######## block 1 ########
**Block 1: power grid**

Scale bar: 50 um. Pins as bars on the die edge.
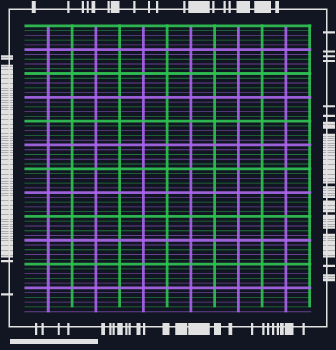

`src/rtl/sobel_ci_driver_if.sv`:
```
// Bundle of the window input, custom-instruction call and result output
// signals of the Sobel custom-instruction driver.
// slave  : the driver's view (takes windows, issues calls, produces results).
// master : the environment's view (supplies windows, responds, consumes).
interface sobel_ci_driver_if;
  // Window input handshake
  logic        winValid;
  logic [71:0] window;
  logic        winReady;
  // Custom-instruction call channel
  logic        ciStart;
  logic [31:0] ciValueA;
  logic [31:0] ciValueB;
  logic [7:0]  ciN;
  logic        ciDone;
  logic [31:0] ciResult;
  // Result output handshake
  logic        outValid;
  logic        outReady;
  logic [31:0] gx;
  logic [31:0] gy;
  logic [7:0]  mag;
  logic        error;

  modport slave (
    input  winValid, window, ciDone, ciResult, outReady,
    output winReady, ciStart, ciValueA, ciValueB, ciN,
           outValid, gx, gy, mag, error
  );

  modport master (
    output winValid, window, ciDone, ciResult, outReady,
    input  winReady, ciStart, ciValueA, ciValueB, ciN,
           outValid, gx, gy, mag, error
  );
endinterface

```
`src/rtl/sobel_ci_driver.sv`:
```
// Sobel 3x3 gradient engine that offloads every multiply to an external
// custom-instruction responder: 12 sequential calls (6 for Gx, 6 for Gy),
// each multiplying one pixel by a small signed coefficient, with the
// products accumulated locally. A per-call wait counter aborts the whole
// window with error=1 if the responder stalls for too long.
module sobel_ci_driver #(
  parameter logic [7:0] customId = 8'h18,
  parameter int         timeout  = 16
) (
  input logic            clock,
  input logic            reset,
  sobel_ci_driver_if.slave bus
);

  localparam logic [1:0] S_IDLE  = 2'd0;
  localparam logic [1:0] S_ISSUE = 2'd1;
  localparam logic [1:0] S_WAIT  = 2'd2;
  localparam logic [1:0] S_OUT   = 2'd3;

  localparam logic [3:0]  LAST_CALL = 4'd11;
  localparam logic [16:0] TMO       = 17'(timeout);

  logic [1:0]  state;
  logic [3:0]  idx;       // current call index 0..11
  logic [15:0] wcnt;      // cycles elapsed since ciStart of current call
  logic [71:0] win_q;     // latched window
  logic [31:0] gx_q, gy_q;
  logic        err_q;

  // Pixel index used by call k (Gx taps first, then Gy taps).
  function automatic logic [3:0] tap_pix(input logic [3:0] k);
    case (k)
      4'd0:    tap_pix = 4'd0;
      4'd1:    tap_pix = 4'd2;
      4'd2:    tap_pix = 4'd3;
      4'd3:    tap_pix = 4'd5;
      4'd4:    tap_pix = 4'd6;
      4'd5:    tap_pix = 4'd8;
      4'd6:    tap_pix = 4'd0;
      4'd7:    tap_pix = 4'd1;
      4'd8:    tap_pix = 4'd2;
      4'd9:    tap_pix = 4'd6;
      4'd10:   tap_pix = 4'd7;
      4'd11:   tap_pix = 4'd8;
      default: tap_pix = 4'd0;
    endcase
  endfunction

  // 3-bit two's complement coefficient used by call k.
  function automatic logic [2:0] tap_coef(input logic [3:0] k);
    case (k)
      4'd0:    tap_coef = 3'b111; // -1
      4'd1:    tap_coef = 3'b001; // +1
      4'd2:    tap_coef = 3'b110; // -2
      4'd3:    tap_coef = 3'b010; // +2
      4'd4:    tap_coef = 3'b111; // -1
      4'd5:    tap_coef = 3'b001; // +1
      4'd6:    tap_coef = 3'b111; // -1
      4'd7:    tap_coef = 3'b110; // -2
      4'd8:    tap_coef = 3'b111; // -1
      4'd9:    tap_coef = 3'b001; // +1
      4'd10:   tap_coef = 3'b010; // +2
      4'd11:   tap_coef = 3'b001; // +1
      default: tap_coef = 3'b000;
    endcase
  endfunction

  logic [7:0] px [9];
  for (genvar k = 0; k < 9; k++) begin : g_px
    assign px[k] = win_q[8*k +: 8];
  end

  logic       calling;
  logic [7:0] pix;
  logic [2:0] coef;
  logic       expire;

  assign calling = (state == S_ISSUE) || (state == S_WAIT);
  assign pix     = px[tap_pix(idx)];
  assign coef    = tap_coef(idx);
  // The call has used up its budget if one more cycle would reach timeout.
  assign expire  = ({1'b0, wcnt} + 17'd1) >= TMO;

  // Call sequencing, accumulation and timeout handling.
  always_ff @(posedge clock) begin
    if (reset) begin
      state <= S_IDLE;
      idx   <= '0;
      wcnt  <= '0;
      win_q <= '0;
      gx_q  <= '0;
      gy_q  <= '0;
      err_q <= 1'b0;
    end else begin
      case (state)
        S_IDLE: begin
          if (bus.winValid) begin
            win_q <= bus.window;
            gx_q  <= '0;
            gy_q  <= '0;
            err_q <= 1'b0;
            idx   <= '0;
            wcnt  <= '0;
            state <= S_ISSUE;
          end
        end
        S_ISSUE, S_WAIT: begin
          if (bus.ciDone) begin
            if (idx < 4'd6) gx_q <= gx_q + bus.ciResult;
            else            gy_q <= gy_q + bus.ciResult;
            wcnt <= '0;
            if (idx == LAST_CALL) begin
              state <= S_OUT;
            end else begin
              idx   <= idx + 4'd1;
              state <= S_ISSUE;
            end
          end else if (expire) begin
            // Responder stalled: drop the rest of the window.
            gx_q  <= '0;
            gy_q  <= '0;
            err_q <= 1'b1;
            wcnt  <= '0;
            state <= S_OUT;
          end else begin
            wcnt  <= wcnt + 16'd1;
            state <= S_WAIT;
          end
        end
        S_OUT: begin
          if (bus.outReady) state <= S_IDLE;
        end
        default: state <= S_IDLE;
      endcase
    end
  end

  // |gx| + |gy| at 32 bits, saturated to 8 bits.
  logic [31:0] abs_gx, abs_gy, mag_sum;
  assign abs_gx  = gx_q[31] ? (~gx_q + 32'd1) : gx_q;
  assign abs_gy  = gy_q[31] ? (~gy_q + 32'd1) : gy_q;
  assign mag_sum = abs_gx + abs_gy;

  assign bus.winReady = (state == S_IDLE);
  assign bus.ciStart  = (state == S_ISSUE);
  assign bus.ciValueA = calling ? {24'd0, pix} : 32'd0;
  assign bus.ciValueB = calling ? {29'd0, coef} : 32'd0;
  assign bus.ciN      = customId;
  assign bus.outValid = (state == S_OUT);
  assign bus.gx       = gx_q;
  assign bus.gy       = gy_q;
  assign bus.mag      = (|mag_sum[31:8]) ? 8'd255 : mag_sum[7:0];
  assign bus.error    = err_q;

endmodule
```
`src/flat_wrapper.sv`:
```
// flat-port wrapper written by rule: the top's interface ports become plain ports
module sobel_ci_driver_flat 
#(
  parameter logic [7:0] customId = 8'h18,
  parameter int         timeout  = 16
)
  (clock, reset, bus_winValid, bus_window, bus_ciDone, bus_ciResult, bus_outReady, bus_winReady, bus_ciStart, bus_ciValueA, bus_ciValueB, bus_ciN, bus_outValid, bus_gx, bus_gy, bus_mag, bus_error);
  sobel_ci_driver_if bus_i ();
  input logic clock;
  input logic reset;
  input wire logic [$bits(bus_i.winValid)-1:0] bus_winValid;
  input wire logic [$bits(bus_i.window)-1:0] bus_window;
  input wire logic [$bits(bus_i.ciDone)-1:0] bus_ciDone;
  input wire logic [$bits(bus_i.ciResult)-1:0] bus_ciResult;
  input wire logic [$bits(bus_i.outReady)-1:0] bus_outReady;
  output wire logic [$bits(bus_i.winReady)-1:0] bus_winReady;
  output wire logic [$bits(bus_i.ciStart)-1:0] bus_ciStart;
  output wire logic [$bits(bus_i.ciValueA)-1:0] bus_ciValueA;
  output wire logic [$bits(bus_i.ciValueB)-1:0] bus_ciValueB;
  output wire logic [$bits(bus_i.ciN)-1:0] bus_ciN;
  output wire logic [$bits(bus_i.outValid)-1:0] bus_outValid;
  output wire logic [$bits(bus_i.gx)-1:0] bus_gx;
  output wire logic [$bits(bus_i.gy)-1:0] bus_gy;
  output wire logic [$bits(bus_i.mag)-1:0] bus_mag;
  output wire logic [$bits(bus_i.error)-1:0] bus_error;
  assign bus_i.winValid = bus_winValid;
  assign bus_i.window = bus_window;
  assign bus_i.ciDone = bus_ciDone;
  assign bus_i.ciResult = bus_ciResult;
  assign bus_i.outReady = bus_outReady;
  assign bus_winReady = bus_i.winReady;
  assign bus_ciStart = bus_i.ciStart;
  assign bus_ciValueA = bus_i.ciValueA;
  assign bus_ciValueB = bus_i.ciValueB;
  assign bus_ciN = bus_i.ciN;
  assign bus_outValid = bus_i.outValid;
  assign bus_gx = bus_i.gx;
  assign bus_gy = bus_i.gy;
  assign bus_mag = bus_i.mag;
  assign bus_error = bus_i.error;
  sobel_ci_driver #(.customId(customId), .timeout(timeout)) u_core (.clock(clock), .reset(reset), .bus(bus_i));
endmodule
```
`config.mk`:
```
export PLATFORM = sky130hd
export DESIGN_NAME = sobel_ci_driver_flat
export DESIGN_NICKNAME = d
export VERILOG_FILES = /design/src/rtl/sobel_ci_driver_if.sv /design/src/rtl/sobel_ci_driver.sv /design/src/flat_wrapper.sv
export SDC_FILE = /design/constraint.sdc
export NUM_CORES = 1
export LEC_CHECK = 0
export ABC_CLOCK_PERIOD_IN_PS = 4700
export CAP_MARGIN = 20
export CORE_MARGIN = 8
export CORE_UTILIZATION = 49
export CTS_BUF_LIST = sky130_fd_sc_hd__clkbuf_4 sky130_fd_sc_hd__clkbuf_8
export DETAILED_ROUTE_END_ITERATION = 10
export GPL_TIMING_DRIVEN = 0
export PLACE_DENSITY = 0.87
export SYNTH_ARGS = -nofsm -noshare
export SYNTH_HDL_FRONTEND = slang
export SYNTH_SLANG_ARGS = --single-unit
```
`constraint.sdc`:
```
create_clock -name clock -period 4.7 [get_ports clock]
set_input_delay 0.705 -clock clock [delete_from_list [all_inputs] [get_ports clock]]
set_output_delay 0.705 -clock clock [all_outputs]
set_load 0.005 [all_outputs]
```
######## block 2 ########
[src/rtl/lander_touchdown_judge.sv]
// lander_touchdown_judge
//   Downstream judge for the lunar-lander counter block. Tracks flight phase,
//   latches the touchdown velocity, classifies the landing (soft/hard/crash),
//   keeps flight statistics and drives a 7-segment status glyph.
//
// Ports
//   clk_2          clock, all state updates on the rising edge
//   reset          synchronous, active-high
//   i_fuel         fuel counter from the lander stage
//   i_velo         signed velocity (two's complement), negative = descending
//   i_alt          unsigned altitude
//   o_state        phase: 0 FLYING, 1 EMPTY, 2 SOFT, 3 HARD, 4 CRASH
//   o_flight_time  cycles airborne, saturating
//   o_touch_velo   signed velocity latched at touchdown
//   o_max_descent  largest descent-speed magnitude seen (unsigned)
//   o_seg          status glyph {g,f,e,d,c,b,a}, active-high
//   o_done         high in SOFT, HARD or CRASH
//
// Build option
//   LANDER_FUEL_WARN_EN  blink an 'L' on the glyph while flying on low fuel.
//
// State table
//   FLYING | airborne with fuel
//   EMPTY  | airborne, fuel exhausted (only reset refills)
//   SOFT   | landed, |v| <= SAFE_VELO
//   HARD   | landed, |v| <= HARD_VELO
//   CRASH  | landed faster than HARD_VELO
module lander_touchdown_judge #(
  parameter int NBITS_COMB = 8,
  parameter int NBITS_VELO = 12,
  parameter int NBITS_ALT  = 12,
  parameter int NBITS_TIME = 8,
  parameter int SAFE_VELO  = 10,
`ifdef LANDER_FUEL_WARN_EN
  parameter int FUEL_LOW   = 20,
`endif
  parameter int HARD_VELO  = 25
) (
  input  logic                  clk_2,
  input  logic                  reset,
  input  logic [NBITS_COMB-1:0] i_fuel,
  input  logic [NBITS_VELO-1:0] i_velo,
  input  logic [NBITS_ALT-1:0]  i_alt,
  output logic [2:0]            o_state,
  output logic [NBITS_TIME-1:0] o_flight_time,
  output logic [NBITS_VELO-1:0] o_touch_velo,
  output logic [NBITS_VELO-1:0] o_max_descent,
  output logic [6:0]            o_seg,
  output logic                  o_done
);

  localparam logic [2:0] ST_FLYING = 3'd0;
  localparam logic [2:0] ST_EMPTY  = 3'd1;
  localparam logic [2:0] ST_SOFT   = 3'd2;
  localparam logic [2:0] ST_HARD   = 3'd3;
  localparam logic [2:0] ST_CRASH  = 3'd4;

  localparam logic [NBITS_VELO:0] LP_SAFE = (NBITS_VELO+1)'(SAFE_VELO);
  localparam logic [NBITS_VELO:0] LP_HARD = (NBITS_VELO+1)'(HARD_VELO);

  logic [2:0]            r_state;
  logic [NBITS_TIME-1:0] r_flight_time;
  logic [NBITS_VELO-1:0] r_touch_velo;
  logic [NBITS_VELO-1:0] r_max_descent;
  logic                  r_done;
  logic [NBITS_VELO-1:0] r_velo_q;
  logic                  r_blink;

  logic                  w_airborne;
  logic [NBITS_VELO:0]   w_velo_q_ext;
  logic [NBITS_VELO:0]   w_mag;
  logic [NBITS_VELO-1:0] w_descent;

  assign w_airborne   = (r_state == ST_FLYING) || (r_state == ST_EMPTY);
  // One extra bit so the most negative velocity has a representable magnitude.
  assign w_velo_q_ext = {r_velo_q[NBITS_VELO-1], r_velo_q};
  assign w_mag        = r_velo_q[NBITS_VELO-1] ? (~w_velo_q_ext + 1'b1) : w_velo_q_ext;
  // Only used when i_velo is negative; the N-bit unsigned result is exact then.
  assign w_descent    = ~i_velo + 1'b1;

  always_ff @(posedge clk_2) begin
    if (reset) begin
      r_state       <= ST_FLYING;
      r_flight_time <= '0;
      r_touch_velo  <= '0;
      r_max_descent <= '0;
      r_done        <= 1'b0;
      r_velo_q      <= '0;
    end else if (w_airborne) begin
      // alt on this edge was produced by last cycle's velocity, hence velo_q.
      r_velo_q <= i_velo;
      if (r_flight_time != '1)
        r_flight_time <= r_flight_time + NBITS_TIME'(1);
      if (i_velo[NBITS_VELO-1] && (w_descent > r_max_descent))
        r_max_descent <= w_descent;
      if (i_alt == '0) begin
        r_touch_velo <= r_velo_q;
        r_done       <= 1'b1;
        if (w_mag <= LP_SAFE)
          r_state <= ST_SOFT;
        else if (w_mag <= LP_HARD)
          r_state <= ST_HARD;
        else
          r_state <= ST_CRASH;
      end else if ((r_state == ST_FLYING) && (i_fuel == '0)) begin
        r_state <= ST_EMPTY;
      end
    end
  end

`ifdef LANDER_FUEL_WARN_EN
  always_ff @(posedge clk_2) begin
    if (reset)
      r_blink <= 1'b0;
    else if ((r_state == ST_FLYING) && (i_fuel != '0) && (i_fuel < NBITS_COMB'(FUEL_LOW)))
      r_blink <= ~r_blink;
    else
      r_blink <= 1'b0;
  end
`else
  assign r_blink = 1'b0;
`endif

  always_comb begin
    o_seg = 7'h40;
    case (r_state)
      ST_FLYING: o_seg = r_blink ? 7'h38 : 7'h40;
      ST_EMPTY:  o_seg = 7'h79;
      ST_SOFT:   o_seg = 7'h6D;
      ST_HARD:   o_seg = 7'h76;
      ST_CRASH:  o_seg = 7'h39;
      default:   o_seg = 7'h40;
    endcase
  end

  assign o_state       = r_state;
  assign o_flight_time = r_flight_time;
  assign o_touch_velo  = r_touch_velo;
  assign o_max_descent = r_max_descent;
  assign o_done        = r_done;

endmodule

[config.mk]
export PLATFORM = sky130hd
export DESIGN_NAME = lander_touchdown_judge
export DESIGN_NICKNAME = d
export VERILOG_FILES = /design/src/rtl/lander_touchdown_judge.sv
export SDC_FILE = /design/constraint.sdc
export NUM_CORES = 1
export LEC_CHECK = 0
export ABC_AREA = 1
export CAP_MARGIN = 20
export CORE_ASPECT_RATIO = 0.8
export CORE_MARGIN = 4
export CORE_UTILIZATION = 44
export CTS_CLUSTER_SIZE = 14
export DETAILED_ROUTE_END_ITERATION = 12
export PLACE_DENSITY = 0.74
export SYNTH_ARGS = -nofsm -noshare
export SYNTH_HDL_FRONTEND = slang
export SYNTH_SLANG_ARGS = --single-unit
[constraint.sdc]
create_clock -name clk_2 -period 3.4 [get_ports clk_2]
set_clock_uncertainty 0.15 [all_clocks]
set_input_delay 0.51 -clock clk_2 [delete_from_list [all_inputs] [get_ports clk_2]]
set_output_delay 0.51 -clock clk_2 [all_outputs]
set_load 0.01 [all_outputs]
######## block 3 ########
## src/rtl/serial_adder_n_if.sv

```systemverilog
// serial_adder_n_if
//   Bundles the operand/result handshake of the bit-serial adder so the
//   requester and the adder connect through a single port.
//
//   Signals (WIDTH = operand/result width):
//     start        request a new operation (requester -> adder)
//     sub          0 = a+b+cin, 1 = a-b (requester -> adder)
//     cin          carry-in for add mode (requester -> adder)
//     a, b         operands (requester -> adder)
//     sum          registered result (adder -> requester)
//     cout         carry-out / not-borrow flag (adder -> requester)
//     ovf          signed overflow of the result (adder -> requester)
//     busy         operation in progress (adder -> requester)
//     done         one-cycle pulse when sum/cout/ovf are fresh (adder -> requester)
//
//   Modports: master = requester side, slave = adder side.
interface serial_adder_n_if #(
  parameter int WIDTH = 8
);

  logic             start;
  logic             sub;
  logic             cin;
  logic [WIDTH-1:0] a;
  logic [WIDTH-1:0] b;
  logic [WIDTH-1:0] sum;
  logic             cout;
  logic             ovf;
  logic             busy;
  logic             done;

  modport master (
    output start, sub, cin, a, b,
    input  sum, cout, ovf, busy, done
  );

  modport slave (
    input  start, sub, cin, a, b,
    output sum, cout, ovf, busy, done
  );

endinterface

```

## src/rtl/serial_adder_n.sv

```systemverilog
// serial_adder_n
//   Bit-serial, LSB-first adder/subtractor built around one registered
//   full-adder cell. One operand bit is processed per clock, so a result
//   takes WIDTH cycles after the request is accepted, followed by a
//   one-cycle DONE state in which a new request may already be accepted.
//
//   Parameters:
//     WIDTH  operand/result width in bits (1..64)
//
//   Ports:
//     clk    rising-edge clock
//     rst    synchronous active-high reset, has priority over everything
//     bus    serial_adder_n_if.slave: start/sub/cin/a/b in,
//            sum/cout/ovf/busy/done out
module serial_adder_n #(
  parameter int WIDTH = 8
) (
  input  logic            clk,
  input  logic            rst,
  serial_adder_n_if.slave bus
);

  localparam int CW = (WIDTH > 1) ? $clog2(WIDTH) : 1;

  typedef enum logic [1:0] {
    IDLE = 2'd0,
    RUN  = 2'd1,
    DONE = 2'd2
  } state_t;

  state_t           state;
  state_t           state_next;

  logic [WIDTH-1:0] ar;
  logic [WIDTH-1:0] br;
  logic [WIDTH-1:0] rr;
  logic [WIDTH-1:0] rr_next;
  logic             c;
  logic [CW-1:0]    cnt;

  logic             s;
  logic             c_next;
  logic             cmsb;
  logic             last_bit;
  logic             accept;

  logic [WIDTH-1:0] sum_q;
  logic             cout_q;
  logic             ovf_q;

  // State register. Reset always returns to IDLE, which also drops any
  // operation in flight without producing a done pulse.
  always_ff @(posedge clk) begin
    if (rst) begin
      state <= IDLE;
    end else begin
      state <= state_next;
    end
  end

  // Next-state logic plus the single full-adder cell. A request is only
  // taken in IDLE or DONE, so start is simply ignored while running. The
  // result bit is shifted into the top of rr; after WIDTH shifts the first
  // bit processed (the LSB) has arrived at bit 0. The carry into the MSB
  // is the carry used on the last bit, and comparing it to the carry out
  // of the MSB gives the two's-complement overflow.
  always_comb begin
    state_next = state;
    accept     = 1'b0;
    s          = ar[0] ^ br[0] ^ c;
    c_next     = (ar[0] & br[0]) | (c & (ar[0] ^ br[0]));
    cmsb       = c;
    rr_next    = rr >> 1;
    rr_next[WIDTH-1] = s;
    last_bit   = (state == RUN) && (cnt == CW'(WIDTH - 1));

    case (state)
      IDLE: begin
        if (bus.start) begin
          accept     = 1'b1;
          state_next = RUN;
        end
      end
      RUN: begin
        if (last_bit) begin
          state_next = DONE;
        end
      end
      DONE: begin
        if (bus.start) begin
          accept     = 1'b1;
          state_next = RUN;
        end else begin
          state_next = IDLE;
        end
      end
      default: begin
        state_next = IDLE;
      end
    endcase
  end

  // Datapath registers. Subtraction is a + ~b + 1, so b is inverted on
  // capture and the initial carry forced to 1; in that mode cin is unused
  // and cout becomes the not-borrow flag. The visible result registers
  // are only written on the last bit, so they stay stable while running.
  always_ff @(posedge clk) begin
    if (rst) begin
      ar     <= '0;
      br     <= '0;
      rr     <= '0;
      c      <= 1'b0;
      cnt    <= '0;
      sum_q  <= '0;
      cout_q <= 1'b0;
      ovf_q  <= 1'b0;
    end else if (accept) begin
      ar  <= bus.a;
      br  <= bus.sub ? ~bus.b : bus.b;
      c   <= bus.sub ? 1'b1 : bus.cin;
      rr  <= '0;
      cnt <= '0;
    end else if (state == RUN) begin
      ar  <= ar >> 1;
      br  <= br >> 1;
      c   <= c_next;
      rr  <= rr_next;
      cnt <= cnt + 1'b1;
      if (last_bit) begin
        sum_q  <= rr_next;
        cout_q <= c_next;
        ovf_q  <= cmsb ^ c_next;
      end
    end
  end

  // Status flags are pure decodes of the state register.
  always_comb begin
    bus.busy = (state == RUN);
    bus.done = (state == DONE);
    bus.sum  = sum_q;
    bus.cout = cout_q;
    bus.ovf  = ovf_q;
  end

endmodule
```

## src/flat_wrapper.sv

```systemverilog
// flat-port wrapper written by rule: the top's interface ports become plain ports
module serial_adder_n_flat 
#(
  parameter int WIDTH = 8
)
  (clk, rst, bus_start, bus_sub, bus_cin, bus_a, bus_b, bus_sum, bus_cout, bus_ovf, bus_busy, bus_done);
  serial_adder_n_if #(.WIDTH(WIDTH)) bus_i ();
  input  logic clk;
  input  logic rst;
  input wire logic [$bits(bus_i.start)-1:0] bus_start;
  input wire logic [$bits(bus_i.sub)-1:0] bus_sub;
  input wire logic [$bits(bus_i.cin)-1:0] bus_cin;
  input wire logic [$bits(bus_i.a)-1:0] bus_a;
  input wire logic [$bits(bus_i.b)-1:0] bus_b;
  output wire logic [$bits(bus_i.sum)-1:0] bus_sum;
  output wire logic [$bits(bus_i.cout)-1:0] bus_cout;
  output wire logic [$bits(bus_i.ovf)-1:0] bus_ovf;
  output wire logic [$bits(bus_i.busy)-1:0] bus_busy;
  output wire logic [$bits(bus_i.done)-1:0] bus_done;
  assign bus_i.start = bus_start;
  assign bus_i.sub = bus_sub;
  assign bus_i.cin = bus_cin;
  assign bus_i.a = bus_a;
  assign bus_i.b = bus_b;
  assign bus_sum = bus_i.sum;
  assign bus_cout = bus_i.cout;
  assign bus_ovf = bus_i.ovf;
  assign bus_busy = bus_i.busy;
  assign bus_done = bus_i.done;
  serial_adder_n #(.WIDTH(WIDTH)) u_core (.clk(clk), .rst(rst), .bus(bus_i));
endmodule
```

## config.mk

```make
export PLATFORM = sky130hd
export DESIGN_NAME = serial_adder_n_flat
export DESIGN_NICKNAME = d
export VERILOG_FILES = /design/src/rtl/serial_adder_n_if.sv /design/src/rtl/serial_adder_n.sv /design/src/flat_wrapper.sv
export SDC_FILE = /design/constraint.sdc
export NUM_CORES = 1
export LEC_CHECK = 0
export ABC_AREA = 1
export ABC_CLOCK_PERIOD_IN_PS = 1800
export CAP_MARGIN = 10
export CELL_PAD_IN_SITES_DETAIL_PLACEMENT = 1
export CELL_PAD_IN_SITES_GLOBAL_PLACEMENT = 1
export CORE_MARGIN = 5
export CORE_UTILIZATION = 36
export CTS_CLUSTER_SIZE = 28
export DETAILED_ROUTE_END_ITERATION = 7
export PLACE_DENSITY_LB_ADDON = 0.15
export SLEW_MARGIN = 10
export SYNTH_ARGS = -nofsm -noshare
export SYNTH_HDL_FRONTEND = slang
export SYNTH_SLANG_ARGS = --single-unit
export TNS_END_PERCENT = 10
```

## constraint.sdc

```tcl
create_clock -name clk -period 1.8 [get_ports clk]
set_clock_uncertainty 0.1 [all_clocks]
set_input_delay 0.18 -clock clk [delete_from_list [all_inputs] [get_ports clk]]
set_output_delay 0.18 -clock clk [all_outputs]
set_load 0.005 [all_outputs]
```

######## block 4 ########
==> src/rtl/wb_retire_if.sv <==
// wb_retire_if: retire-stage bus carrying the packet handshake in, plus the register-file
// write port, the retire report and the bypass lookup out. slave = retire stage, master = its environment.
interface wb_retire_if #(
    parameter int N_param = 32
);
    logic               in_valid_i;
    logic               in_ready_o;
    logic [4:0]         in_rd_i;
    logic [N_param-1:0] in_data_i;
    logic               in_we_i;
    logic [N_param-1:0] in_pc_i;
    logic               stall_i;
    logic               flush_i;
    logic               we_po;
    logic [4:0]         destReg_po;
    logic [N_param-1:0] writeData_po;
    logic               retire_valid_o;
    logic [N_param-1:0] retire_pc_o;
    logic [63:0]        instret_o;
    logic [4:0]         rs1_i;
    logic [4:0]         rs2_i;
    logic               fwd1_hit_o;
    logic               fwd2_hit_o;
    logic [N_param-1:0] fwd1_data_o;
    logic [N_param-1:0] fwd2_data_o;

    modport slave (
        input  in_valid_i, in_rd_i, in_data_i, in_we_i, in_pc_i, stall_i, flush_i, rs1_i, rs2_i,
        output in_ready_o, we_po, destReg_po, writeData_po, retire_valid_o, retire_pc_o, instret_o,
               fwd1_hit_o, fwd2_hit_o, fwd1_data_o, fwd2_data_o
    );

    modport master (
        output in_valid_i, in_rd_i, in_data_i, in_we_i, in_pc_i, stall_i, flush_i, rs1_i, rs2_i,
        input  in_ready_o, we_po, destReg_po, writeData_po, retire_valid_o, retire_pc_o, instret_o,
               fwd1_hit_o, fwd2_hit_o, fwd1_data_o, fwd2_data_o
    );
endinterface

==> src/rtl/wb_retire.sv <==
// wb_retire: in-order retire FIFO feeding the register-file write port, with a 64-bit retire counter.
// Optional macro WB_BYPASS_EN adds combinational rs1/rs2 bypass from buffered and presented writes.
module wb_retire #(
    parameter int N_param = 32,
    parameter int DEPTH   = 2
) (
    input  logic       clk,
    input  logic       reset,
    wb_retire_if.slave bus
);
    localparam int PTR_W = (DEPTH > 1) ? $clog2(DEPTH) : 1;
    localparam int CNT_W = $clog2(DEPTH + 1);

    logic [4:0]         rd_mem   [DEPTH];
    logic [N_param-1:0] data_mem [DEPTH];
    logic               we_mem   [DEPTH];
    logic [N_param-1:0] pc_mem   [DEPTH];

    logic [PTR_W-1:0]   head;
    logic [PTR_W-1:0]   tail;
    logic [CNT_W-1:0]   count;
    logic               ready;
    logic               push;
    logic               pop;

    logic               we_q;
    logic [4:0]         dest_q;
    logic [N_param-1:0] wdata_q;
    logic               rv_q;
    logic [N_param-1:0] rpc_q;
    logic [63:0]        instret_q;

    // Ready depends only on the registered count; a pop in the same cycle does not free a slot.
    assign ready = count < CNT_W'(DEPTH);
    assign push  = bus.in_valid_i && ready && !bus.flush_i;
    assign pop   = !bus.stall_i && (count != '0) && !bus.flush_i;

    // NOTE: storage has no reset; count alone decides which entries are live.
    always_ff @(posedge clk) begin
        if (push) begin
            rd_mem[tail]   <= bus.in_rd_i;
            data_mem[tail] <= bus.in_data_i;
            we_mem[tail]   <= bus.in_we_i;
            pc_mem[tail]   <= bus.in_pc_i;
        end
    end

    // NOTE: non-blocking assignments so every register here samples pre-edge values.
    always_ff @(posedge clk or posedge reset) begin
        if (reset) begin
            head      <= '0;
            tail      <= '0;
            count     <= '0;
            we_q      <= 1'b0;
            dest_q    <= '0;
            wdata_q   <= '0;
            rv_q      <= 1'b0;
            rpc_q     <= '0;
            instret_q <= '0;
        end else begin
            if (bus.flush_i) begin
                head  <= '0;
                tail  <= '0;
                count <= '0;
            end else begin
                if (push) tail <= tail + 1'b1;
                if (pop)  head <= head + 1'b1;
                unique case ({push, pop})
                    2'b10:   count <= count + 1'b1;
                    2'b01:   count <= count - 1'b1;
                    default: count <= count;
                endcase
            end

            if (pop) begin
                we_q      <= we_mem[head] && (rd_mem[head] != 5'd0);
                dest_q    <= rd_mem[head];
                wdata_q   <= data_mem[head];
                rv_q      <= 1'b1;
                rpc_q     <= pc_mem[head];
                instret_q <= instret_q + 64'd1;
            end else begin
                we_q <= 1'b0;
                rv_q <= 1'b0;
            end
        end
    end

    assign bus.in_ready_o     = ready;
    assign bus.we_po          = we_q;
    assign bus.destReg_po     = dest_q;
    assign bus.writeData_po   = wdata_q;
    assign bus.retire_valid_o = rv_q;
    assign bus.retire_pc_o    = rpc_q;
    assign bus.instret_o      = instret_q;

`ifdef WB_BYPASS_EN
    logic               hit1;
    logic               hit2;
    logic [N_param-1:0] fd1;
    logic [N_param-1:0] fd2;

    // Oldest entry is scanned first so a younger match overrides it; the write port ranks below the FIFO.
    always_comb begin : bypass
        logic [PTR_W-1:0] idx;
        // NOTE: every output gets a default first so no path infers a latch.
        idx  = '0;
        hit1 = we_q && (dest_q == bus.rs1_i) && (bus.rs1_i != 5'd0);
        fd1  = hit1 ? wdata_q : '0;
        hit2 = we_q && (dest_q == bus.rs2_i) && (bus.rs2_i != 5'd0);
        fd2  = hit2 ? wdata_q : '0;
        for (int i = 0; i < DEPTH; i++) begin
            idx = head + PTR_W'(i);
            if ((CNT_W'(i) < count) && we_mem[idx]) begin
                if ((rd_mem[idx] == bus.rs1_i) && (bus.rs1_i != 5'd0)) begin
                    hit1 = 1'b1;
                    fd1  = data_mem[idx];
                end
                if ((rd_mem[idx] == bus.rs2_i) && (bus.rs2_i != 5'd0)) begin
                    hit2 = 1'b1;
                    fd2  = data_mem[idx];
                end
            end
        end
    end

    assign bus.fwd1_hit_o  = hit1;
    assign bus.fwd2_hit_o  = hit2;
    assign bus.fwd1_data_o = fd1;
    assign bus.fwd2_data_o = fd2;
`else
    logic unused_rs;
    assign unused_rs       = ^{bus.rs1_i, bus.rs2_i};
    assign bus.fwd1_hit_o  = 1'b0;
    assign bus.fwd2_hit_o  = 1'b0;
    assign bus.fwd1_data_o = '0;
    assign bus.fwd2_data_o = '0;
`endif
endmodule

==> src/flat_wrapper.sv <==
// flat-port wrapper written by rule: the top's interface ports become plain ports
module wb_retire_flat 
#(
    parameter int N_param = 32,
    parameter int DEPTH   = 2
)
  (clk, reset, bus_in_valid_i, bus_in_rd_i, bus_in_data_i, bus_in_we_i, bus_in_pc_i, bus_stall_i, bus_flush_i, bus_rs1_i, bus_rs2_i, bus_in_ready_o, bus_we_po, bus_destReg_po, bus_writeData_po, bus_retire_valid_o, bus_retire_pc_o, bus_instret_o, bus_fwd1_hit_o, bus_fwd2_hit_o, bus_fwd1_data_o, bus_fwd2_data_o);
  wb_retire_if #(.N_param(N_param)) bus_i ();
  input  logic clk;
  input  logic reset;
  input wire logic [$bits(bus_i.in_valid_i)-1:0] bus_in_valid_i;
  input wire logic [$bits(bus_i.in_rd_i)-1:0] bus_in_rd_i;
  input wire logic [$bits(bus_i.in_data_i)-1:0] bus_in_data_i;
  input wire logic [$bits(bus_i.in_we_i)-1:0] bus_in_we_i;
  input wire logic [$bits(bus_i.in_pc_i)-1:0] bus_in_pc_i;
  input wire logic [$bits(bus_i.stall_i)-1:0] bus_stall_i;
  input wire logic [$bits(bus_i.flush_i)-1:0] bus_flush_i;
  input wire logic [$bits(bus_i.rs1_i)-1:0] bus_rs1_i;
  input wire logic [$bits(bus_i.rs2_i)-1:0] bus_rs2_i;
  output wire logic [$bits(bus_i.in_ready_o)-1:0] bus_in_ready_o;
  output wire logic [$bits(bus_i.we_po)-1:0] bus_we_po;
  output wire logic [$bits(bus_i.destReg_po)-1:0] bus_destReg_po;
  output wire logic [$bits(bus_i.writeData_po)-1:0] bus_writeData_po;
  output wire logic [$bits(bus_i.retire_valid_o)-1:0] bus_retire_valid_o;
  output wire logic [$bits(bus_i.retire_pc_o)-1:0] bus_retire_pc_o;
  output wire logic [$bits(bus_i.instret_o)-1:0] bus_instret_o;
  output wire logic [$bits(bus_i.fwd1_hit_o)-1:0] bus_fwd1_hit_o;
  output wire logic [$bits(bus_i.fwd2_hit_o)-1:0] bus_fwd2_hit_o;
  output wire logic [$bits(bus_i.fwd1_data_o)-1:0] bus_fwd1_data_o;
  output wire logic [$bits(bus_i.fwd2_data_o)-1:0] bus_fwd2_data_o;
  assign bus_i.in_valid_i = bus_in_valid_i;
  assign bus_i.in_rd_i = bus_in_rd_i;
  assign bus_i.in_data_i = bus_in_data_i;
  assign bus_i.in_we_i = bus_in_we_i;
  assign bus_i.in_pc_i = bus_in_pc_i;
  assign bus_i.stall_i = bus_stall_i;
  assign bus_i.flush_i = bus_flush_i;
  assign bus_i.rs1_i = bus_rs1_i;
  assign bus_i.rs2_i = bus_rs2_i;
  assign bus_in_ready_o = bus_i.in_ready_o;
  assign bus_we_po = bus_i.we_po;
  assign bus_destReg_po = bus_i.destReg_po;
  assign bus_writeData_po = bus_i.writeData_po;
  assign bus_retire_valid_o = bus_i.retire_valid_o;
  assign bus_retire_pc_o = bus_i.retire_pc_o;
  assign bus_instret_o = bus_i.instret_o;
  assign bus_fwd1_hit_o = bus_i.fwd1_hit_o;
  assign bus_fwd2_hit_o = bus_i.fwd2_hit_o;
  assign bus_fwd1_data_o = bus_i.fwd1_data_o;
  assign bus_fwd2_data_o = bus_i.fwd2_data_o;
  wb_retire #(.N_param(N_param), .DEPTH(DEPTH)) u_core (.clk(clk), .reset(reset), .bus(bus_i));
endmodule
==> config.mk <==
export PLATFORM = sky130hd
export DESIGN_NAME = wb_retire_flat
export DESIGN_NICKNAME = d
export VERILOG_FILES = /design/src/rtl/wb_retire_if.sv /design/src/rtl/wb_retire.sv /design/src/flat_wrapper.sv
export SDC_FILE = /design/constraint.sdc
export NUM_CORES = 1
export LEC_CHECK = 0
export ABC_AREA = 1
export CORE_UTILIZATION = 50
export CTS_CLUSTER_DIAMETER = 120
export DETAILED_ROUTE_END_ITERATION = 10
export PLACE_DENSITY_LB_ADDON = 0.12
export SLEW_MARGIN = 20
export SYNTH_ARGS = -nofsm -noshare
export SYNTH_HDL_FRONTEND = slang
export SYNTH_SLANG_ARGS = --single-unit
export TNS_END_PERCENT = 50
==> constraint.sdc <==
create_clock -name clk -period 5.8 [get_ports clk]
set_input_delay 1.16 -clock clk [delete_from_list [all_inputs] [get_ports clk]]
set_output_delay 1.16 -clock clk [all_outputs]
set_load 0.1 [all_outputs]
**Block 2: placement by cell class**

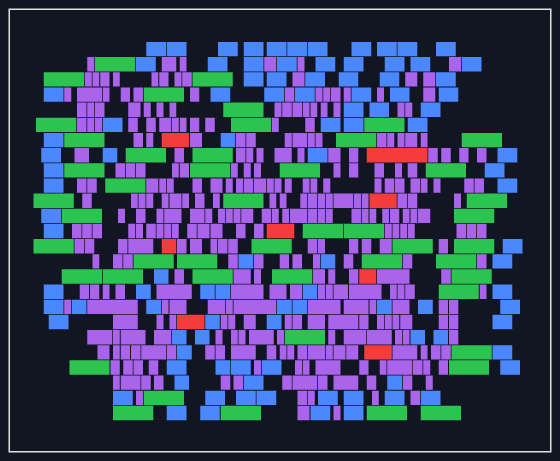
legend:
  all other logic:
    colour: purple
    cells: 340
  flip-flops:
    colour: green
    cells: 48
  other buffers and delay cells:
    colour: blue
    cells: 101
  clock drivers and dummy loads:
    colour: red
    cells: 8
fin util: 66.1%
Core Region: 0.00601 sq mm
# rows: 25
fin area: 0.00397 sq mm

**Block 2: routed metal, one colour a layer**

Scale bar: 20 um.
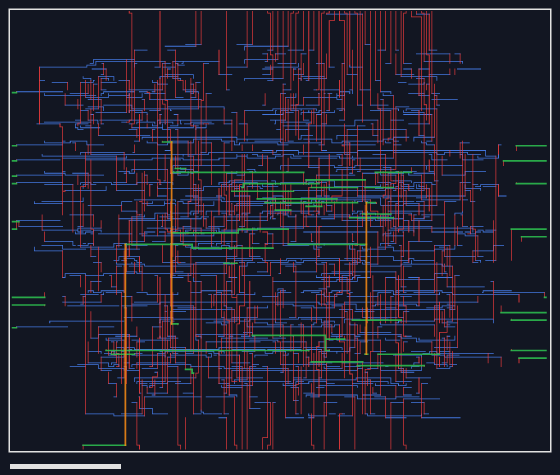
legend:
  met4:
    colour: orange
    wire_length: 95.9 um
  met2:
    colour: red
    wire_length: 3410 um
  met3:
    colour: green
    wire_length: 383 um
  met1:
    colour: blue
    wire_length: 3610 um

==> flow_metrics.env, block 2 <==
# flow metrics
export IMPL_vdd_drop_max_mv=0.180
export IMPL_cp_arrival_ns=3.34
export IMPL_critPathLaunch="i_velo[0]"
export IMPL_critPathRequiredTime_ns=3.46
export IMPL_hold_end="o_touch_velo[11]"
export IMPL_status="completed"
export IMPL_crit_fanout=8
export IMPL_edf_count=0
export IMPL_layout_top_cells="clkdlybuf4s50_1 (76), nand2_1 (59), a21oi_1 (51), inv_1 (50), dfxtp_1 (48)"
export IMPL_ys_ff=48
export IMPL_die_area_sq_mm=0.00766
export IMPL_hold_buffers=0
export IMPL_area_leaders="dfxtp_1 (35%), a21oi_1 (9.2%), nand2_1 (8.4%)"
export IMPL_wl_met2_mm=3.41
export IMPL_internal_power_mw=0.981
export IMPL_ff_type="dfxtp_1"
export IMPL_endpoint="o_max_descent[9]"
export IMPL_placement_cell_area_sq_mm=0.00374
export IMPL_rr_startpoint="r_velo_q[11]"
export IMPL_hpwl_mm=5.67
export IMPL_worstHoldStart="o_touch_velo[11]"
block 2: cell type report:
type / count / area, sq um / area share (%)
repair buffers: 101 / 948 / 23.9
clock inverters: 3 / 46.3 / 1.17
multi-input cells: 276 / 1600 / 40.4
flip-flops and latches: 48 / 961 / 24.2
inverters: 64 / 240 / 6.05
clock buffers: 5 / 68.8 / 1.73
well taps: 81 / 101 / 2.55
block 2: worst max-delay path, stage by stage:
cell and delay, ns:
clkdlybuf4s50_1 0.42, inv_2 0.10, ha_4 0.15, nand3_4 0.08
nor3_4 0.21, nand2_2 0.10, nor3_4 0.20, nand2_2 0.09
xor2_2 0.15, inv_1 0.06, ha_1 0.29, nand2_2 0.08
nor3b_2 0.19, nand4_1 0.12, o21ai_2 0.14, inv_2 0.07
nand2_4 0.11, inv_2 0.08, o21ai_1 0.12, a21oi_1 0.05
block 2: logic make-up after synthesis:
group | count (synthesis)
and+or+nand+nor | 148
AOI/OAI and AO/OA | 102
xor gates and xnor gates | 10
adders and majority gates | 15
buffers and inverters | 76
DFF | 48
block 2: timing repair:
item	4_1_cts	5_1_grt
buffers inserted	0	1
gates resized	0	25
setup endpoints to repair	0	12
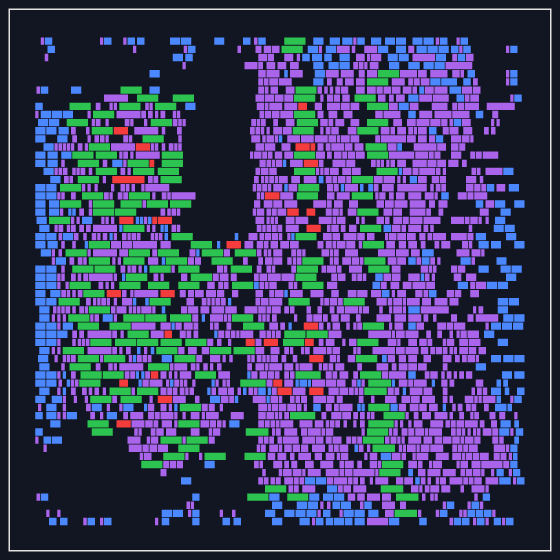
**Above:** block 1 (placement by cell class).
legend:
  clock drivers and dummy loads:
    colour: red
    cells: 31
  other buffers and delay cells:
    colour: blue
    cells: 363
  all other logic:
    colour: purple
    cells: 1450
  flip-flops:
    colour: green
    cells: 166
fin area: 0.0168 sq mm
fin util: 63.0%
Core Region: 0.0267 sq mm
Seq area share: 19.9%

**Block 1: clock wiring as the flow saved it**

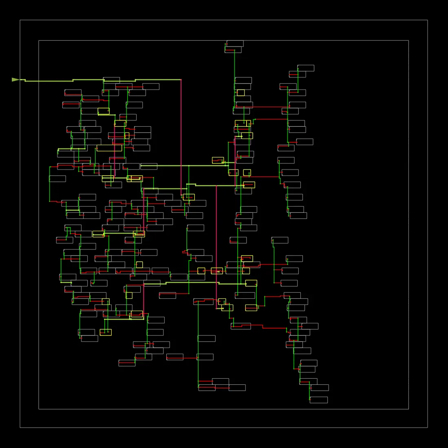
Worst-Skew Late Latency: 0.48 ns
# clk buffers: 18
cts bufs inserted: 17
Clock Sinks: 166

Notes on 'power grid' of block 1 above:
legend:
  VSS:
    colour: purple
  VDD:
    colour: green
met5 straps: 12
signal pins: 257
met1 rails: 61
Die Wd: 180 um
Die Y: 180 um
VDD IR max: 0.183 mV

==> flow_metrics.env, block 1 <==
# flow metrics
export IMPL_grt_max_degree=17
export IMPL_clock_area_share_pct=2.21
export IMPL_simple_gate_area_share_pct=20.5
export IMPL_final_cells=2351
export IMPL_wire_per_inst_um=18.7
export IMPL_drv_cap=0
export IMPL_root_buffer="clkbuf_8"
export IMPL_mux_share_pct=4.04
export IMPL_cts_max_level=4
export IMPL_rsz0062_at_grt="yes"
export IMPL_start_kind="register"
export IMPL_firstDrtPassIters=7
export IMPL_warnings=38
export IMPL_power_mw=3.77
export IMPL_top_area_cell="dfxtp_1"
export IMPL_worstMarginPinSlew_ns=0.806
export IMPL_layout_setup_ws_ns=-1.47
export IMPL_grt_pass1_wl_mm=68.9
export IMPL_internal_power_mw=2.47
export IMPL_yosys_area_sq_mm=0.0132
export IMPL_status="complete, but fails checks"
export IMPL_aoi_share_pct=23.8
export IMPL_violations="setup timing"
export IMPL_netlist_top_cells_count="nand2_1 (258), a21oi_1 (195), dfxtp_1 (166)"
export IMPL_edf_count=0
export IMPL_hpwl_mm=35.0
export IMPL_synthAdderAreaFrac_pct=10.6
export IMPL_drive_gt1_share_pct=12.8
export IMPL_setup_viol=8
export IMPL_critPathTopFamily="simple AND/OR/NAND/NOR gates"
block 1: path summary, 6_finish.rpt:
kind	start	end	slack (ns)	cells past startpoint
setup / recovery	u_core.bus.gy[8]	bus_mag[4]	-1.47	20
setup reg to reg	u_core.state[0]	u_core.bus.gx[26]	1.07	10
hold / removal	u_core.win_q[17]	u_core.win_q[17]	0.46	2
hold reg to reg	u_core.win_q[17]	u_core.win_q[17]	0.46	2
block 1: cell usage in the layout, fill, tap and decap left out, drive strengths merged, types with 45 or more instances in the layout:
cell           instances
nand2                258
a21oi                196
clkdlybuf4s50        187
dfxtp                166
buf                  116
ha                   107
nor2                 100
xnor2                 98
o21ai                 79
clkbuf                78
conb                  61
nand3                 45
block 1: power groups by stage:
stage	combinational, mW	sequential [mW]	clock [mW]
final	1.24	1.53	1.00
after global routing	1.34	1.54	1.07
after CTS	1.20	1.53	1.01
after detailed placement	1.14	1.56	0
after global placement	1.11	1.56	0
after floorplan	0.686	1.54	0
block 1: state kept, by name (all words and copies together) (netlist names), named ones only:
register,count
u_core.idx,4
u_core.wcnt,16
u_core.state,2
u_core.coef,3
u_core.bus.gy,32
u_core.win_q,72
u_core.bus.error,1
u_core.bus.gx,32
**Block 4: routed metal, one colour a layer**

Scale bar: 50 um.
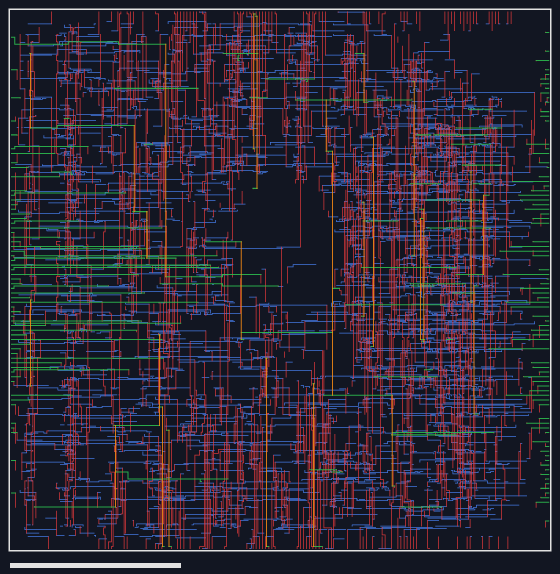
legend:
  met1:
    colour: blue
    wire_length: 10700 um
  met4:
    colour: orange
    wire_length: 945 um
  met3:
    colour: green
    wire_length: 2060 um
  met2:
    colour: red
    wire_length: 13100 um

==> flow_metrics.env, block 4 <==
# flow metrics
export IMPL_status="completed"
export IMPL_place_congestion=0.909
export IMPL_rr_startpoint="u_core.head"
export IMPL_pwr_share_comb_pct=42.8
export IMPL_hpwl_mm=17.9
export IMPL_clkPwrFrac_pct=22.9
export IMPL_dr_total_vias=8550
export IMPL_area_leaders="edfxtp_1 (35%), dfrtp_1 (29%), nand2_1 (8.6%)"
export IMPL_drv_cap=0
export IMPL_critPathRequiredTime_ns=4.64
export IMPL_numPlacedInstances=1680
export IMPL_worstHoldStart="u_core.bus.retire_pc_o[1]"
export IMPL_power_mw=7.60
export IMPL_dieWidth_um=158
export IMPL_cts_made_buffers=29
export IMPL_grt_max_degree=107
export IMPL_coreArea_sq_mm=0.0237
export IMPL_yosysSeqAreaShare_pct=63.2
export IMPL_combinationalPower_mw=3.26
export IMPL_top_area_cell="edfxtp_1"
export IMPL_grt_pass1_vias=8418
export IMPL_initCoreUtil_pct=51.3
export IMPL_cp_cell_sequence="inv_2, clkdlybuf4s50_1"
export IMPL_layout_nets=1478
export IMPL_worstSetupPathType="reg -> out"
export IMPL_drc_errors=0
export IMPL_port_buffers=210
export IMPL_layout_setup_ws_ns=2.42
export IMPL_rows=56
export IMPL_pg_clk_mw=1.74
export IMPL_hp_class="reg -> reg"
export IMPL_slew_viol_final=0
export IMPL_crit_buf_inv=2
export IMPL_antenna_found_initial=2
export IMPL_ys_top_logic_family="simple AND/OR/NAND/NOR gates"
export IMPL_power_group_top="combinational logic"
export IMPL_gr_usage_met2_pct=37.7
export IMPL_synthArstFlopShare_pct=49.8
==> block 4: final cells by class <==
cell class / count / area, sq um
Inverter: 78 / 298
Timing Repair Buffer: 217 / 2170
Tap cell: 319 / 399
Fill cell: 1947 / 8510
Antenna cell: 2 / 5.00
Sequential cell: 279 / 7680
Clock inverter: 9 / 63.8
Multi-Input combinational cell: 787 / 3720
Clock buffer: 45 / 836
==> block 4: worst min-delay path, cell delays in order (launching register included) <==
cell and delay, ns:
dfrtp_1 0.34, nand2_1 0.05, o31ai_1 0.05
==> block 4: state kept, by name, indices dropped and copies added, names as in the netlist, 2 cells and up <==
signal and count:
u_core.bus.destReg_po 5, u_core.bus.instret_o 64, u_core.bus.retire_pc_o 32, u_core.bus.writeData_po 32, u_core.count 2, u_core.data_mem 64, u_core.pc_mem 64, u_core.rd_mem 10
u_core.we_mem 2
==> block 4: worst paths after layout <==
path,end,slack [ns],cells after the start
max,bus_in_ready_o,2.42,2
min,u_core.bus.retire_pc_o[1],0.48,2
max reg2reg,u_core.bus.writeData_po[4],3.41,5
min reg2reg,u_core.bus.retire_pc_o[1],0.48,2
max in group asynchronous,u_core.bus.retire_pc_o[1],3.67,3
min in group asynchronous,u_core.bus.instret_o[53],1.03,2
**Block 3: placement by cell class**

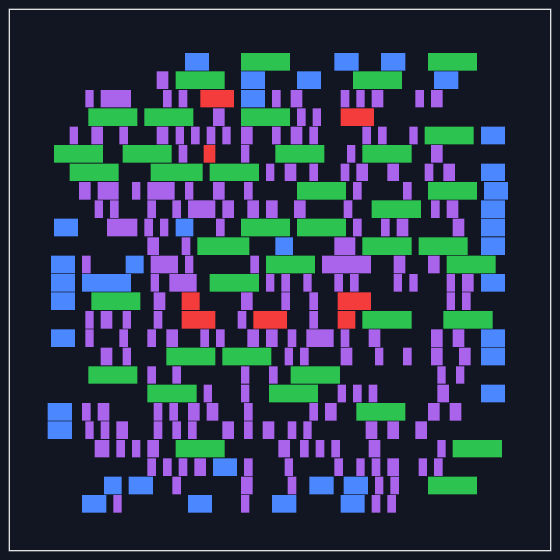
legend:
  other buffers and delay cells:
    colour: blue
    cells: 37
  flip-flops:
    colour: green
    cells: 39
  clock drivers and dummy loads:
    colour: red
    cells: 8
  all other logic:
    colour: purple
    cells: 195

==> flow_metrics.env, block 3 <==
# flow metrics
export IMPL_status="completed"
export IMPL_powerDensity_mw_per_mm2=813
export IMPL_power_frac_seq_pct=51.9
export IMPL_regArea_sq_um=783
export IMPL_sh_comb_area_pct=35.4
export IMPL_ys_types=19
export IMPL_hold_ws_ns=0.345
export IMPL_ys_ff=39
export IMPL_cp_arrival_ns=1.39
export IMPL_layout_setup_ws_ns=0.131
export IMPL_drive_gt1_share_pct=8.24
export IMPL_power_leakage_nw=0.998
export IMPL_rsz0062_at_grt="no"
export IMPL_hold_buffers=0
export IMPL_sh_seq_area_pct=35.3
export IMPL_hold_path_depth=3
export IMPL_wire_per_inst_um=12.4
export IMPL_dominant_cells="combinational gates"
export IMPL_ff2ff_setup_slack_ns=0.31
export IMPL_ff_count=39
export IMPL_grt_pass1_vias=1543
export IMPL_nClkBuffers=5
export IMPL_clkPwrFrac_pct=33.2
export IMPL_dp_slack_ns=0.226
export IMPL_critPathLaunch="u_core.state[0]"
export IMPL_routed_via_density=4.57
export IMPL_crit_buf_inv=2
export IMPL_ff_type="dfxtp_1"
export IMPL_chipHeight_um=79.7
export IMPL_grt_max_degree=24
export IMPL_final_signal_inverter_count=28
export IMPL_edf_count=0
export IMPL_worstRegToRegCells=7
export IMPL_combGateArea_sq_um=785
export IMPL_cts_resized=0
export IMPL_synthArstFlopShare_pct=0
export IMPL_setup_tns_ns=0
export IMPL_pin_count=33
export IMPL_layout_min_cycle_time_ns=1.67
export IMPL_warnings=26
export IMPL_fmax_mhz=599
export IMPL_ys_warn_count=0
export IMPL_antenna_found_initial=0
export IMPL_rows=25
-- block 3: logic make-up (layout without fill, tap and decap cells) --
group | after synthesis | count (layout) | share of synthesized area, %
adders and majority gates | 3 | 3 | 2.57
AOI/OAI and AO/OA | 38 | 38 | 10.9
xor gates and xnor gates | 2 | 2 | 1.00
and+or+nand+nor | 124 | 124 | 30.4
buffers and inverters | 38 | 73 | 10.6
DFF | 39 | 39 | 44.6
-- block 3: worst max path at each step --
stage | endpoint | slack (ns)
final | bus_busy | 0.13
after global routing | bus_busy | 0.05
after CTS | bus_busy | 0.02
after detailed placement | u_core.br[0] | 0.23
after global placement | u_core.br[0] | 0.23
after floorplan | u_core.bus.ovf | 0.49
-- block 3: metal layers --
metal | global-route usage [%] | up-vias | routed length (um)
li1 | - | 831 | -
met1 | 20.5 | 718 | 2180
met2 | 22.6 | 28 | 1860
met3 | 4.06 | 4 | 174
met4 | 5.57 | 0 | 63
met5 | 0 | - | 0
-- block 3: metrics by stage --
step,area [sq um],total power [mW],instances
floorplan,1750,1.13,244
finish,2220,1.80,346
global route,2220,1.91,346
global placement,2120,1.22,338
CTS,2210,1.83,346
detailed placement,2120,1.23,338


## Gallery

Clock wires, drivers and flops.
Plate I
Scale bar: 20 um.
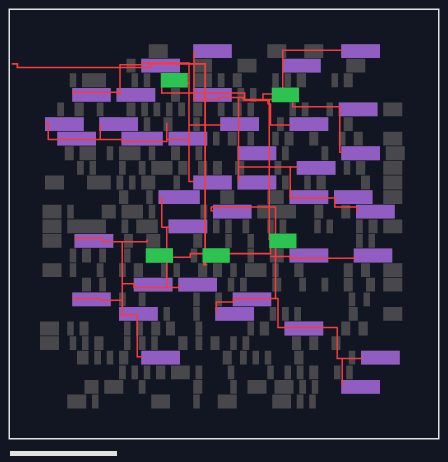
Plate II
Scale bar: 20 um.
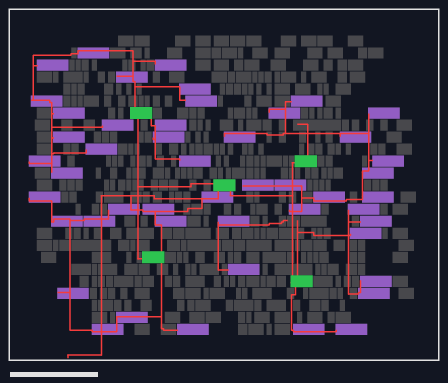
Plate III
Scale bar: 50 um.
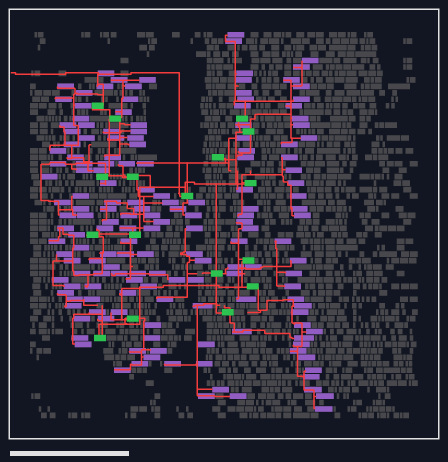
Plate IV
Scale bar: 50 um.
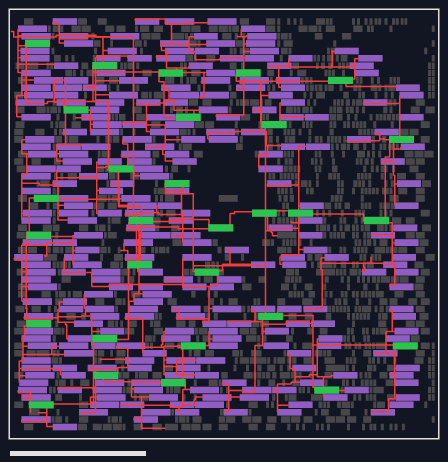
The one with the largest die is Plate III.
The one with the fewest sequential cells is Plate I.
Block 1 is Plate III.
Block 3 is Plate I.
Block 4 is Plate IV.
Block 2 is Plate II.


==> notes/layouts.md <==
Pictures saved along the way, in no particular order.

Clock wiring as the flow saved it.
image #1
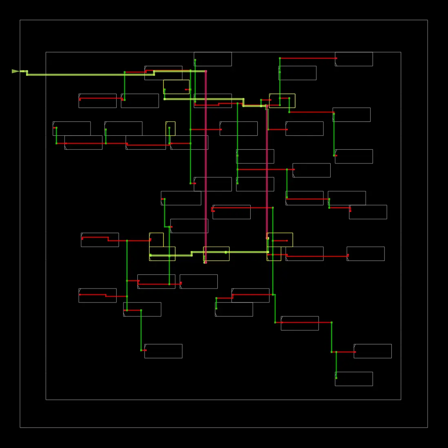
image #2
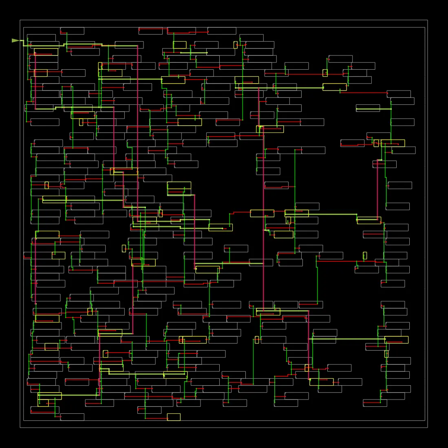
image #3
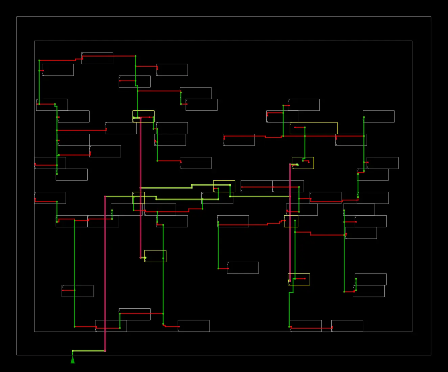
image #3: block 2
image #1: block 3
image #2: block 4
The one with the most sequential cells is image #2.
The one with the most clock buffers is image #2.

Power figures rest on the tool's default switching activity, not on a simulated workload.
